# ---- block 1 ----
### Register map, names as in the netlist, block 1

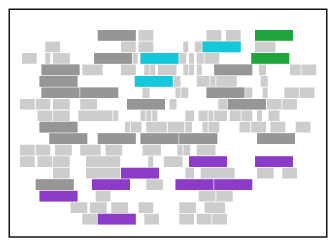

`config.mk`:
```
export PLATFORM = sky130hd
export DESIGN_NAME = serial_cmp_ctrl
export DESIGN_NICKNAME = d
export VERILOG_FILES = /design/src/rtl/serial_cmp_ctrl.sv
export SDC_FILE = /design/constraint.sdc
export NUM_CORES = 1
export LEC_CHECK = 0
export CORE_ASPECT_RATIO = 0.7
export CORE_MARGIN = 2
export CORE_UTILIZATION = 40
export DETAILED_ROUTE_END_ITERATION = 6
export PLACE_DENSITY = 0.61
export REMOVE_ABC_BUFFERS = 1
export SLEW_MARGIN = 20
export SYNTH_ARGS = -nofsm -noshare
export SYNTH_HDL_FRONTEND = slang
export SYNTH_SLANG_ARGS = --single-unit
```
`constraint.sdc`:
```
create_clock -name clk -period 6.3 [get_ports clk]
set_input_delay 1.89 -clock clk [delete_from_list [all_inputs] [get_ports clk]]
set_output_delay 1.89 -clock clk [all_outputs]
set_load 0.05 [all_outputs]
```
`src/rtl/serial_cmp_ctrl.sv`:
```
// Multi-cycle magnitude comparator: walks two latched operands MSB-first through a
// single 2-bit compare cell, optionally stopping at the first slice that decides the result.
module serial_cmp_ctrl #(
    parameter int N          = 8,
    parameter bit EARLY_EXIT = 1'b1,
    localparam int NS        = (N + 1) / 2,
    localparam int SW        = $clog2(NS + 1)
) (
    input  logic          clk,
    input  logic          rst,
    input  logic          start,
    input  logic [N-1:0]  a,
    input  logic [N-1:0]  b,
    input  logic          eq,
    input  logic          gt,
    output logic          busy,
    output logic          done,
    output logic          EQ,
    output logic          GT,
    output logic [SW-1:0] slices
);

    localparam int W  = 2 * NS;
    localparam int IW = (NS > 1) ? $clog2(NS) : 1;

    typedef enum logic [1:0] {
        S_IDLE,
        S_RUN,
        S_DONE
    } state_t;

    state_t        state;
    state_t        next_state;
    logic [W-1:0]  a_r;
    logic [W-1:0]  b_r;
    logic          eq_acc;
    logic          gt_acc;
    logic [IW-1:0] idx;
    logic [SW-1:0] cnt;
    logic [1:0]    a_s;
    logic [1:0]    b_s;
    logic          slice_eq;
    logic          slice_gt;
    logic          last;
    logic          accept;

    // The one compare cell: select the current slice and decide whether this is the final step.
    always_comb begin
        a_s      = 2'(a_r >> {idx, 1'b0});
        b_s      = 2'(b_r >> {idx, 1'b0});
        slice_eq = (a_s == b_s);
        slice_gt = (a_s > b_s);
        last     = (idx == '0) || (EARLY_EXIT && !slice_eq);
        accept   = start && (state != S_RUN);
    end

    always_ff @(posedge clk or posedge rst) begin
        if (rst) begin
            state <= S_IDLE;
        end else begin
            state <= next_state;
        end
    end

    always_comb begin
        next_state = state;
        case (state)
            S_IDLE, S_DONE: begin
                if (start) begin
                    next_state = eq ? S_RUN : S_DONE;
                end else begin
                    next_state = S_IDLE;
                end
            end
            S_RUN: begin
                if (last) begin
                    next_state = S_DONE;
                end
            end
            default: next_state = S_IDLE;
        endcase
    end

    assign busy = (state == S_RUN);
    assign done = (state == S_DONE);

    // Result registers are only written when a result is produced, so they hold through RUN.
    always_ff @(posedge clk or posedge rst) begin
        if (rst) begin
            a_r    <= '0;
            b_r    <= '0;
            eq_acc <= 1'b0;
            gt_acc <= 1'b0;
            idx    <= '0;
            cnt    <= '0;
            EQ     <= 1'b0;
            GT     <= 1'b0;
            slices <= '0;
        end else if (accept) begin
            a_r    <= W'(a);
            b_r    <= W'(b);
            eq_acc <= eq;
            gt_acc <= gt;
            idx    <= IW'(NS - 1);
            cnt    <= '0;
            if (!eq) begin
                EQ     <= 1'b0;
                GT     <= gt;
                slices <= '0;
            end
        end else if (state == S_RUN) begin
            eq_acc <= eq_acc & slice_eq;
            gt_acc <= gt_acc | (eq_acc & slice_gt);
            cnt    <= cnt + SW'(1);
            if (last) begin
                EQ     <= eq_acc & slice_eq;
                GT     <= gt_acc | (eq_acc & slice_gt);
                slices <= cnt + SW'(1);
            end else begin
                idx <= idx - IW'(1);
            end
        end
    end

endmodule

```
# ---- block 2 ----
--- src/rtl/mem_arbiter_pkg.sv ---
// Shared types for the instruction/data memory arbiter: FSM states, read-owner tags
// and the fixed access size used for instruction fetches.
package mem_arbiter_pkg;

    typedef enum logic [1:0] {
        RUN    = 2'd0,
        DRAIN  = 2'd1,
        HALTED = 2'd2
    } arb_state_e;

    typedef enum logic [1:0] {
        NONE  = 2'd0,
        FETCH = 2'd1,
        DATA  = 2'd2
    } owner_tag_e;

    localparam logic [2:0] FUNC3_WORD = 3'b010;

endpackage

--- src/rtl/arb_tag_pipe.sv ---
// Owner-tag delay line: remembers which requester issued each read so the response,
// DEPTH cycles later, is steered to the right port. empty = nothing in flight.
module arb_tag_pipe
    import mem_arbiter_pkg::*;
#(
    parameter int unsigned DEPTH = 1
) (
    input  logic       clk,
    input  logic       rst_b,
    input  owner_tag_e tag_in,
    output owner_tag_e tag_out,
    output logic       empty
);

    owner_tag_e stage [DEPTH];

    always_ff @(posedge clk or negedge rst_b) begin
        if (!rst_b) begin
            for (int i = 0; i < DEPTH; i++) stage[i] <= NONE;
        end else begin
            stage[0] <= tag_in;
            for (int i = 1; i < DEPTH; i++) stage[i] <= stage[i-1];
        end
    end

    always_comb begin
        empty = 1'b1;
        for (int i = 0; i < DEPTH; i++) begin
            if (stage[i] != NONE) empty = 1'b0;
        end
    end

    assign tag_out = stage[DEPTH-1];

endmodule

--- src/rtl/mem_arbiter.sv ---
// Single-port memory arbiter between instruction fetch and data access, with a
// halt/drain sequence. Optional fetch starvation guard: MEM_ARB_STARVE_GUARD_EN.
//
// state  | meaning
// RUN    | normal arbitration, data has priority over fetch
// DRAIN  | halt seen; fetch blocked, data still served, waiting for reads to return
// HALTED | no grants until reset
module mem_arbiter
    import mem_arbiter_pkg::*;
#(
    parameter int unsigned ADDR_W         = 32,
    parameter int unsigned DATA_W         = 32,
    parameter int unsigned MEM_LAT        = 1,
    parameter int unsigned MAX_DATA_BURST = 4
) (
    input  logic              clk,
    input  logic              reset,
    input  logic              halt,
    input  logic              if_req,
    input  logic [ADDR_W-1:0] if_addr,
    output logic              if_gnt,
    output logic              if_rvalid,
    output logic [DATA_W-1:0] if_rdata,
    input  logic              d_req,
    input  logic              d_we,
    input  logic [ADDR_W-1:0] d_addr,
    input  logic [DATA_W-1:0] d_wdata,
    input  logic [2:0]        d_func3,
    output logic              d_gnt,
    output logic              d_rvalid,
    output logic [DATA_W-1:0] d_rdata,
    output logic              mem_en,
    output logic              mem_we,
    output logic [ADDR_W-1:0] mem_addr,
    output logic [DATA_W-1:0] mem_wdata,
    output logic [2:0]        mem_func3,
    input  logic [DATA_W-1:0] mem_rdata,
    output logic              stall_if,
    output logic              halted
);

    if (MEM_LAT < 1) begin : g_bad_lat
        $error("mem_arbiter: MEM_LAT must be at least 1");
    end
    if (MAX_DATA_BURST < 1) begin : g_bad_burst
        $error("mem_arbiter: MAX_DATA_BURST must be at least 1");
    end

    arb_state_e        state, state_nxt;
    owner_tag_e        tag_in, tag_out;
    logic              tag_empty;
    logic              fetch_ok, data_ok, force_fetch;
    logic [DATA_W-1:0] if_rdata_q, d_rdata_q;

    always_ff @(posedge clk or negedge reset) begin
        if (!reset) state <= RUN;
        else        state <= state_nxt;
    end

    always_comb begin
        state_nxt = state;
        case (state)
            RUN:     if (halt) state_nxt = DRAIN;
            DRAIN:   if (tag_empty) state_nxt = HALTED;
            HALTED:  state_nxt = HALTED;
            default: state_nxt = RUN;
        endcase
    end

    // Grants are gated by reset so every output reads 0 while reset is held.
    always_comb begin
        fetch_ok = (state == RUN) && !halt;
        data_ok  = (state != HALTED);
        d_gnt    = 1'b0;
        if_gnt   = 1'b0;
        if (reset) begin
            d_gnt  = data_ok && d_req && !(force_fetch && if_req && fetch_ok);
            if_gnt = fetch_ok && if_req && !d_gnt;
        end
    end

`ifdef MEM_ARB_STARVE_GUARD_EN
    localparam int unsigned CNT_W = $clog2(MAX_DATA_BURST + 1);
    logic [CNT_W-1:0] starve_cnt;

    always_ff @(posedge clk or negedge reset) begin
        if (!reset) begin
            starve_cnt <= '0;
        end else if (!if_req || if_gnt) begin
            starve_cnt <= '0;
        end else if (d_gnt && (starve_cnt != CNT_W'(MAX_DATA_BURST))) begin
            starve_cnt <= starve_cnt + CNT_W'(1);
        end
    end

    assign force_fetch = (starve_cnt == CNT_W'(MAX_DATA_BURST));
`else
    assign force_fetch = 1'b0;
`endif

    always_comb begin
        mem_en    = if_gnt | d_gnt;
        mem_we    = 1'b0;
        mem_addr  = '0;
        mem_wdata = '0;
        mem_func3 = '0;
        if (d_gnt) begin
            mem_we    = d_we;
            mem_addr  = d_addr;
            mem_wdata = d_wdata;
            mem_func3 = d_func3;
        end else if (if_gnt) begin
            mem_addr  = if_addr;
            mem_func3 = FUNC3_WORD;
        end
    end

    // Stores are fire-and-forget, so only reads enter the tag pipe.
    always_comb begin
        tag_in = NONE;
        if (if_gnt)             tag_in = FETCH;
        else if (d_gnt && !d_we) tag_in = DATA;
    end

    arb_tag_pipe #(
        .DEPTH (MEM_LAT)
    ) u_tag_pipe (
        .clk     (clk),
        .rst_b   (reset),
        .tag_in  (tag_in),
        .tag_out (tag_out),
        .empty   (tag_empty)
    );

    assign if_rvalid = (tag_out == FETCH);
    assign d_rvalid  = (tag_out == DATA);

    always_ff @(posedge clk or negedge reset) begin
        if (!reset) begin
            if_rdata_q <= '0;
            d_rdata_q  <= '0;
        end else begin
            if (if_rvalid) if_rdata_q <= mem_rdata;
            if (d_rvalid)  d_rdata_q  <= mem_rdata;
        end
    end

    assign if_rdata = if_rvalid ? mem_rdata : if_rdata_q;
    assign d_rdata  = d_rvalid  ? mem_rdata : d_rdata_q;

    assign halted   = (state == HALTED);
    assign stall_if = reset & ((if_req & ~if_gnt) | halted);

endmodule
--- config.mk ---
export PLATFORM = sky130hd
export DESIGN_NAME = mem_arbiter
export DESIGN_NICKNAME = d
export VERILOG_FILES = /design/src/rtl/mem_arbiter_pkg.sv /design/src/rtl/arb_tag_pipe.sv /design/src/rtl/mem_arbiter.sv
export SDC_FILE = /design/constraint.sdc
export NUM_CORES = 1
export LEC_CHECK = 0
export CELL_PAD_IN_SITES_DETAIL_PLACEMENT = 1
export CELL_PAD_IN_SITES_GLOBAL_PLACEMENT = 1
export CORE_ASPECT_RATIO = 1.4
export CORE_MARGIN = 4
export CORE_UTILIZATION = 21
export CTS_CLUSTER_DIAMETER = 50
export DETAILED_ROUTE_END_ITERATION = 8
export GPL_ROUTABILITY_DRIVEN = 0
export HOLD_SLACK_MARGIN = 0.1
export PLACE_DENSITY = 0.89
export SLEW_MARGIN = 20
export SYNTH_ARGS = -nofsm -noshare
export SYNTH_HDL_FRONTEND = slang
export SYNTH_HIERARCHICAL = 1
export SYNTH_SLANG_ARGS = --single-unit
--- constraint.sdc ---
create_clock -name clk -period 1.7 [get_ports clk]
set_input_delay 0.34 -clock clk [delete_from_list [all_inputs] [get_ports clk]]
set_output_delay 0.34 -clock clk [all_outputs]
set_load 0.05 [all_outputs]
# ---- block 3 ----
[config.mk]
export PLATFORM = sky130hd
export DESIGN_NAME = clk_freq_monitor
export DESIGN_NICKNAME = d
export VERILOG_FILES = /design/src/rtl/clk_mon_pkg.sv /design/src/rtl/clk_freq_monitor_sync_edge_det.sv /design/src/rtl/clk_freq_monitor.sv
export SDC_FILE = /design/constraint.sdc
export NUM_CORES = 1
export LEC_CHECK = 0
export ABC_AREA = 1
export CELL_PAD_IN_SITES_DETAIL_PLACEMENT = 0
export CELL_PAD_IN_SITES_GLOBAL_PLACEMENT = 1
export CORE_AREA = 2 2 75 92
export DETAILED_ROUTE_END_ITERATION = 12
export DIE_AREA = 0 0 77 94
export PLACE_DENSITY_LB_ADDON = 0.2
export SLEW_MARGIN = 30
export SYNTH_ARGS = -nofsm -noshare
export SYNTH_HDL_FRONTEND = slang
export SYNTH_SLANG_ARGS = --single-unit
export TNS_END_PERCENT = 1
[constraint.sdc]
create_clock -name i_clk -period 2.5 [get_ports i_clk]
set_clock_uncertainty 0.2 [all_clocks]
set_input_delay 0.75 -clock i_clk [delete_from_list [all_inputs] [get_ports i_clk]]
set_output_delay 0.75 -clock i_clk [all_outputs]
set_load 0.05 [all_outputs]
[src/rtl/clk_mon_pkg.sv]
// Shared types and default constants for the clock frequency monitor.
`timescale 1ns/1ps
package clk_mon_pkg;

  typedef enum logic [1:0] {
    IDLE = 2'd0,
    ARM  = 2'd1,
    MEAS = 2'd2
  } mon_state_t;

  localparam int DEF_EXP_HALF = 50;
  localparam int DEF_TOL      = 2;
  localparam int DEF_TIMEOUT  = 4 * DEF_EXP_HALF;

endpackage

[src/rtl/clk_freq_monitor_sync_edge_det.sv]
// Synchronizes an asynchronous clock into i_clk and flags both of its edges
// as a single-cycle pulse.
`timescale 1ns/1ps
module sync_edge_det #(
  parameter int SYNC_STAGES = 2
) (
  input  logic i_clk,
  input  logic i_reset,
  input  logic i_async,
  output logic o_edge
);

  logic [SYNC_STAGES-1:0] r_sync;
  logic                   r_dly;

  always_ff @(posedge i_clk or posedge i_reset) begin
    if (i_reset) begin
      r_sync <= '0;
      r_dly  <= 1'b0;
    end else begin
      r_sync <= {r_sync[SYNC_STAGES-2:0], i_async};
      r_dly  <= r_sync[SYNC_STAGES-1];
    end
  end

  assign o_edge = r_sync[SYNC_STAGES-1] ^ r_dly;

endmodule

[src/rtl/clk_freq_monitor.sv]
// Half-period measurement, range/lock status and loss-of-clock detection for
// a slow asynchronous clock. Define CLK_FREQ_MONITOR_STATS_EN for min/max stats.
`timescale 1ns/1ps
module clk_freq_monitor
  import clk_mon_pkg::*;
#(
  parameter int EXP_HALF    = DEF_EXP_HALF,
  parameter int TOL         = DEF_TOL,
  parameter int LOCK_CNT    = 4,
  parameter int TIMEOUT     = DEF_TIMEOUT,
  parameter int CNT_W       = 16,
  parameter int SYNC_STAGES = 2
) (
  input  logic             i_clk,
  input  logic             i_reset,
  input  logic             i_mon_clk,
  input  logic             i_enable,
`ifdef CLK_FREQ_MONITOR_STATS_EN
  input  logic             i_stats_clr,
  output logic [CNT_W-1:0] o_min_period,
  output logic [CNT_W-1:0] o_max_period,
`endif
  output logic [CNT_W-1:0] o_half_period,
  output logic             o_valid,
  output logic             o_in_range,
  output logic             o_locked,
  output logic             o_timeout
);

  localparam int LOCK_W = $clog2(LOCK_CNT + 1);
  localparam logic [CNT_W-1:0]  EXP_C  = CNT_W'(EXP_HALF);
  localparam logic [CNT_W-1:0]  TOL_C  = CNT_W'(TOL);
  localparam logic [CNT_W-1:0]  TMO_C  = CNT_W'(TIMEOUT);
  localparam logic [LOCK_W-1:0] LOCK_C = LOCK_W'(LOCK_CNT);

  function automatic logic [CNT_W-1:0] sat_inc(input logic [CNT_W-1:0] v);
    return (v >= TMO_C) ? TMO_C : v + 1'b1;
  endfunction

  function automatic logic [CNT_W-1:0] abs_diff(input logic [CNT_W-1:0] a,
                                               input logic [CNT_W-1:0] b);
    return (a >= b) ? a - b : b - a;
  endfunction

  mon_state_t        r_state, w_state_nxt;
  logic [CNT_W-1:0]  r_cnt;
  logic [LOCK_W-1:0] r_lock_cnt;
  logic [LOCK_W-1:0] w_lock_nxt;
  logic              w_edge;
  logic              w_meas;
  logic              w_tmo;
  logic              w_in_range;

  sync_edge_det #(
    .SYNC_STAGES (SYNC_STAGES)
  ) u_sync (
    .i_clk   (i_clk),
    .i_reset (i_reset),
    .i_async (i_mon_clk),
    .o_edge  (w_edge)
  );

  assign w_in_range = (abs_diff(r_cnt, EXP_C) <= TOL_C);
  assign w_lock_nxt = (r_lock_cnt >= LOCK_C) ? LOCK_C : r_lock_cnt + 1'b1;

  always_ff @(posedge i_clk or posedge i_reset) begin
    if (i_reset) r_state <= IDLE;
    else         r_state <= w_state_nxt;
  end

  // An edge always wins over a coincident timeout.
  always_comb begin
    w_state_nxt = r_state;
    w_meas      = 1'b0;
    w_tmo       = 1'b0;
    if (!i_enable) begin
      w_state_nxt = IDLE;
    end else begin
      case (r_state)
        IDLE: w_state_nxt = ARM;
        ARM: begin
          if (w_edge)              w_state_nxt = MEAS;
          else if (r_cnt == TMO_C) w_tmo = 1'b1;
        end
        MEAS: begin
          if (w_edge) begin
            w_meas = 1'b1;
          end else if (r_cnt == TMO_C) begin
            w_tmo       = 1'b1;
            w_state_nxt = ARM;
          end
        end
        default: w_state_nxt = IDLE;
      endcase
    end
  end

  always_ff @(posedge i_clk or posedge i_reset) begin
    if (i_reset) begin
      r_cnt         <= '0;
      r_lock_cnt    <= '0;
      o_half_period <= '0;
      o_valid       <= 1'b0;
      o_in_range    <= 1'b0;
      o_locked      <= 1'b0;
      o_timeout     <= 1'b0;
    end else begin
      // Counter is parked at zero while idle so arming never starts timed out.
      if (r_state == IDLE) r_cnt <= '0;
      else if (w_edge)     r_cnt <= CNT_W'(1);
      else                 r_cnt <= sat_inc(r_cnt);

      o_valid <= w_meas;

      if (!i_enable) begin
        r_lock_cnt <= '0;
        o_in_range <= 1'b0;
        o_locked   <= 1'b0;
        o_timeout  <= 1'b0;
      end else if (w_meas) begin
        o_half_period <= r_cnt;
        o_in_range    <= w_in_range;
        if (w_in_range) begin
          r_lock_cnt <= w_lock_nxt;
          o_locked   <= (w_lock_nxt == LOCK_C);
        end else begin
          r_lock_cnt <= '0;
          o_locked   <= 1'b0;
        end
      end else if (w_tmo) begin
        o_timeout  <= 1'b1;
        o_locked   <= 1'b0;
        r_lock_cnt <= '0;
      end else if (w_edge) begin
        o_timeout <= 1'b0;
      end
    end
  end

`ifdef CLK_FREQ_MONITOR_STATS_EN
  always_ff @(posedge i_clk or posedge i_reset) begin
    if (i_reset) begin
      o_min_period <= '1;
      o_max_period <= '0;
    end else if (i_stats_clr) begin
      o_min_period <= w_meas ? r_cnt : '1;
      o_max_period <= w_meas ? r_cnt : '0;
    end else if (w_meas) begin
      if (r_cnt < o_min_period) o_min_period <= r_cnt;
      if (r_cnt > o_max_period) o_max_period <= r_cnt;
    end
  end
`endif

endmodule

### Signal wires by layer, block 2

Scale bar: 20 µm.
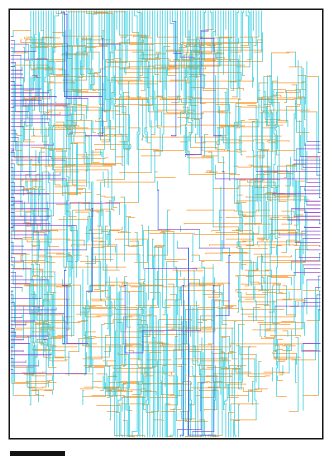
metal 3: in purple, wire length 1270 µm. metal 1: in orange, wire length 6460 µm. metal 2: in cyan, wire length 12200 µm. metal 4: in blue, wire length 585 µm.
number of vias after detailed routing: 3665
Routed WL per cell: 25.7 µm
combined global-route utilization of all metal layers: 0.229

==> report_table.html, block 2 <==
<!-- implementation run metrics -->
<table>
<tr><th>Metric</th><th>Value</th></tr>
<tr><th colspan="2">Route</th></tr>
<tr><td>Uppermost metal layer occupied by signal nets</td><td>met4</td></tr>
<tr><td>Tally of nets with antenna violations remaining after routing</td><td>0</td></tr>
<tr><th colspan="2">Clocking</th></tr>
<tr><td>Buffer count from post-CTS setup fixing</td><td>43</td></tr>
<tr><th colspan="2">Power and ir drop</th></tr>
<tr><td>Main power group</td><td>combinational cells</td></tr>
<tr><td>Power of the sequential group</td><td>2.75 mW</td></tr>
<tr><th colspan="2">Flow run</th></tr>
<tr><td>Number of maximum-capacitance constraint violations</td><td>0</td></tr>
<tr><th colspan="2">Placed design</th></tr>
<tr><td>Cell total after placement</td><td>714</td></tr>
<tr><th colspan="2">Final timing</th></tr>
<tr><td>Endpoints failing setup</td><td>138</td></tr>
<tr><td>Final WS setup</td><td>-693 ps</td></tr>
<tr><td>Worst-Margin Slew</td><td>790 ps</td></tr>
<tr><th colspan="2">GRT</th></tr>
<tr><td>Met3 layer usage reported by global route</td><td>0.0568</td></tr>
<tr><th colspan="2">Status</th></tr>
<tr><td>Violated checks</td><td>setup timing</td></tr>
<tr><td>Status</td><td>finished with violations</td></tr>
<tr><th colspan="2">Final layout</th></tr>
<tr><td>Cell area after layout</td><td>0.00954 mm²</td></tr>
<tr><th colspan="2">Synthesis</th></tr>
<tr><td>Yosys stat chip area</td><td>0.00326 mm²</td></tr>
</table>
==> block 2: sequential cells by signal, indices dropped and copies added (netlist names) <==
name and count:
d_rdata_q 32, state 2, u_tag_pipe/tag_out 2, if_rdata_q 32
==> block 2: final cells by class <==
| cell class | instances | area (µm²) | area share |
|---|---|---|---|
| clock inverter | 6 | 72.6 | 0.00761 |
| timing repair buffer | 367 | 5120 | 0.536 |
| inverter | 4 | 20.0 | 0.00210 |
| clock buffer | 10 | 229 | 0.0240 |
| tap | 192 | 240 | 0.0252 |
| sequential | 68 | 1700 | 0.178 |
| multi-input combinational | 151 | 2160 | 0.226 |
### Clock wiring as the flow saved it, block 1

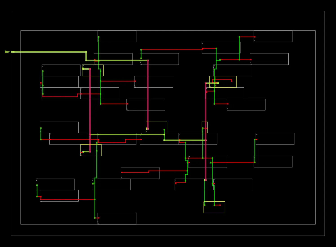
FF+latch count: 30
total CTS buffers: 5
clock sink count: 30

Notes on 'Register map, names as in the netlist' of block 1 above:
cnt: in cyan, sequential cells 3. a_r: in purple, sequential cells 8. state: in green, sequential cells 2.
fraction of area in registers: 0.421
footprint of the flip-flops and latches: 751 µm²
final core utilization: 0.547
power of the sequential group: 0.297 mW

==> report_table.html, block 1 <==
<!-- implementation run metrics -->
<table>
<tr><th>Metric</th><th>Value</th></tr>
<tr><th colspan="2">Placed design</th></tr>
<tr><td>HPWL after DPL</td><td>1.72 mm</td></tr>
<tr><th colspan="2">Critical path</th></tr>
<tr><td>Cell chain of the critical path</td><td>nand2b_4, inv_1, clkdlybuf4s50_1</td></tr>
<tr><td>Worst Setup End Kind</td><td>primary output</td></tr>
<tr><th colspan="2">Power and ir drop</th></tr>
<tr><td>Peak supply drop</td><td>0.176 mV</td></tr>
<tr><td>Leakage power summed over all cells</td><td>0.806 nW</td></tr>
<tr><th colspan="2">Final timing</th></tr>
<tr><td>Hold WS</td><td>488 ps</td></tr>
<tr><th colspan="2">Synthesis</th></tr>
<tr><td>Main logic family after synthesis</td><td>multiplexers</td></tr>
<tr><td>Most area-hungry cell type in the Yosys netlist</td><td>sky130_fd_sc_hd__dfrtp_1</td></tr>
<tr><td>XOR/XNOR Area Share</td><td>0.00623</td></tr>
<tr><td>Largest cells by area after synthesis</td><td>sky130_fd_sc_hd__dfrtp_1 (53%), sky130_fd_sc_hd__mux2_2 (13%), sky130_fd_sc_hd__mux4_2 (6.4%)</td></tr>
<tr><th colspan="2">GRT</th></tr>
<tr><td>Aggregate global routing overflow</td><td>0</td></tr>
<tr><td>Vias in the first global route</td><td>879</td></tr>
<tr><td>Met3 layer usage reported by global route</td><td>0.0543</td></tr>
<tr><td>Grt met1 use</td><td>0.210</td></tr>
<tr><th colspan="2">Final layout</th></tr>
<tr><td>Number of standard cells in the layout, taps in and fillers out</td><td>187</td></tr>
<tr><th colspan="2">Route</th></tr>
<tr><td>M1 wire length</td><td>1.24 mm</td></tr>
<tr><td>Remaining DRCs</td><td>0</td></tr>
<tr><th colspan="2">Clocking</th></tr>
<tr><td>Buffer count from post-CTS setup fixing</td><td>0</td></tr>
<tr><th colspan="2">Flow run</th></tr>
<tr><td>Number of maximum-capacitance constraint violations</td><td>0</td></tr>
<tr><th colspan="2">Status</th></tr>
<tr><td>Status</td><td>finished, final reports clean</td></tr>
</table>
-- block 1: registers in the layout (all words and copies together) (netlist names) --
signal  cells
a_r         8
b_r         8
cnt         3
slices      3
idx         2
state       2
EQ          1
GT          1
eq_acc      1
gt_acc      1
-- block 1: area by class of cell --
type	instances	area (µm²)	share of cell area
sequential	30	751	0.421
clock buffer	7	76.3	0.0428
inverter	9	33.8	0.0190
timing repair buffer	27	270	0.152
tap	47	58.8	0.0330
multi-input combinational	67	592	0.332
-- block 1: critical path, delay by kind of cell, from the launching register on --
family | cells | cell delay, ps
buffers and inverters | 2 | 1050
and+or+nand+nor | 1 | 210
DFF | 1 | 390
### Ports around the boundary, block 3

Pins as bars across the die edge, other pins in gray.
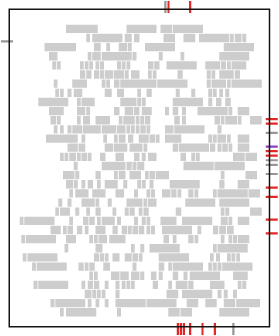
i_enable: in purple, pins 1, direction input, edge right. o_half_period: in red, pins 16, direction output, edge 8 right, 6 bottom, 2 top.
All pins by edge: 13 right, 7 bottom, 3 top, 1 left.
width of the die: 77 µm
input/output buffers: 23
height of the die: 94 µm

### Signal wires by layer, block 3

Scale bar: 20 µm.
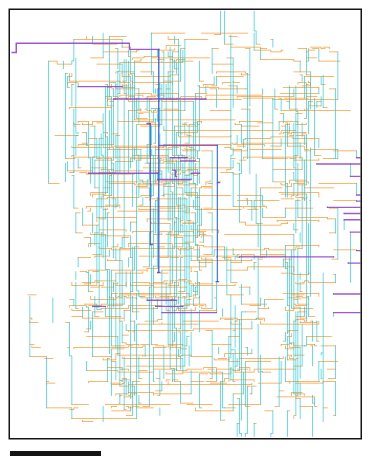
metal 4: in blue, wire length 105 µm. metal 1: in orange, wire length 2750 µm. metal 2: in cyan, wire length 3210 µm. metal 3: in purple, wire length 206 µm.
number of vias after detailed routing: 2336
combined global-route utilization of all metal layers: 0.191

==> report_table.html, block 3 <==
<!-- implementation run metrics -->
<table>
<tr><th>Metric</th><th>Value</th></tr>
<tr><th colspan="2">Critical path</th></tr>
<tr><td>Stage delay of the slowest cell on the critical path</td><td>810 ps</td></tr>
<tr><td>Worst Setup End Kind</td><td>primary output</td></tr>
<tr><th colspan="2">Final layout</th></tr>
<tr><td>Layout overhead on the synthesized area</td><td>23.6%</td></tr>
<tr><td>Number of inserted diodes</td><td>0</td></tr>
<tr><td>Layout net count</td><td>410</td></tr>
<tr><td>Number of fillers in the final layout</td><td>670</td></tr>
<tr><td>Fraction of area in registers</td><td>0.343</td></tr>
<tr><td>Logic area</td><td>0.00137 mm²</td></tr>
<tr><th colspan="2">Synthesis</th></tr>
<tr><td>Cells in synth_stat.txt</td><td>345</td></tr>
<tr><td>Largest cells by area after synthesis</td><td>sky130_fd_sc_hd__dfrtp_1 (42%), sky130_fd_sc_hd__nand2_1 (15%), sky130_fd_sc_hd__ha_1 (5.3%)</td></tr>
<tr><td>Fa+ha+maj area frac</td><td>0.0528</td></tr>
<tr><td>Number of synthesized flops with an enable pin</td><td>0</td></tr>
<tr><td>Dominant register cell</td><td>sky130_fd_sc_hd__dfrtp_1</td></tr>
<tr><th colspan="2">Route</th></tr>
<tr><td>Detailed-router iteration count before antenna repair</td><td>4</td></tr>
<tr><th colspan="2">Final timing</th></tr>
<tr><td>Worst-Margin Slew</td><td>507 ps</td></tr>
<tr><th colspan="2">Status</th></tr>
<tr><td>Status</td><td>finished, final reports clean</td></tr>
<tr><th colspan="2">Flow run</th></tr>
<tr><td>Tool Warnings</td><td>34</td></tr>
<tr><th colspan="2">Clocking</th></tr>
<tr><td>Clock sink count</td><td>44</td></tr>
</table>
-- block 3: per-stage QoR --
stage	power (mW)	util	std cells	worst slack (ps)
2_1_floorplan	1.74	-	352	471
3_3_place_gp	2.11	0.483	470	84.6
3_5_place_dp	2.12	0.483	470	81.3
4_1_cts	2.67	0.500	478	58.0
5_1_grt	2.82	0.509	481	-22.1
6_report	2.65	0.509	481	75.8
-- block 3: timing repair --
action | in CTS | in global routing
setup buffers | 0 | 3
hold endpoints to repair | 0 | 0
setup endpoints to repair | 0 | 5
gates resized | 0 | 12


==> gallery <==
Routed clock nets over the placement.
Scale bar: 20 µm.
shot_01.png
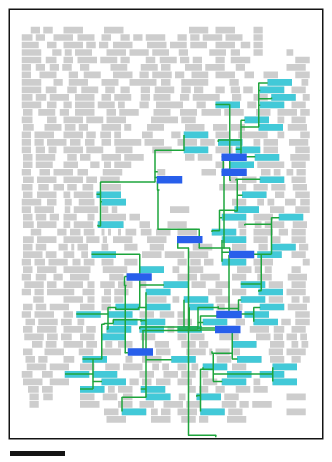
shot_02.png
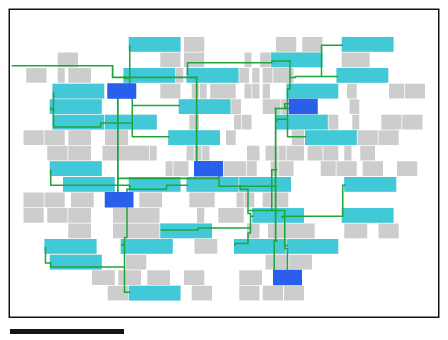
shot_03.png
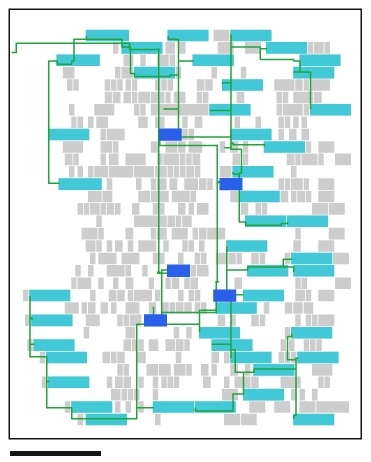
shot_03.png is block 3.
shot_01.png is block 2.
shot_02.png is block 1.
- most sequential cells: shot_01.png
- fewest sequential cells: shot_02.png

No activity file was given, so power comes from the tool's default toggle rates.
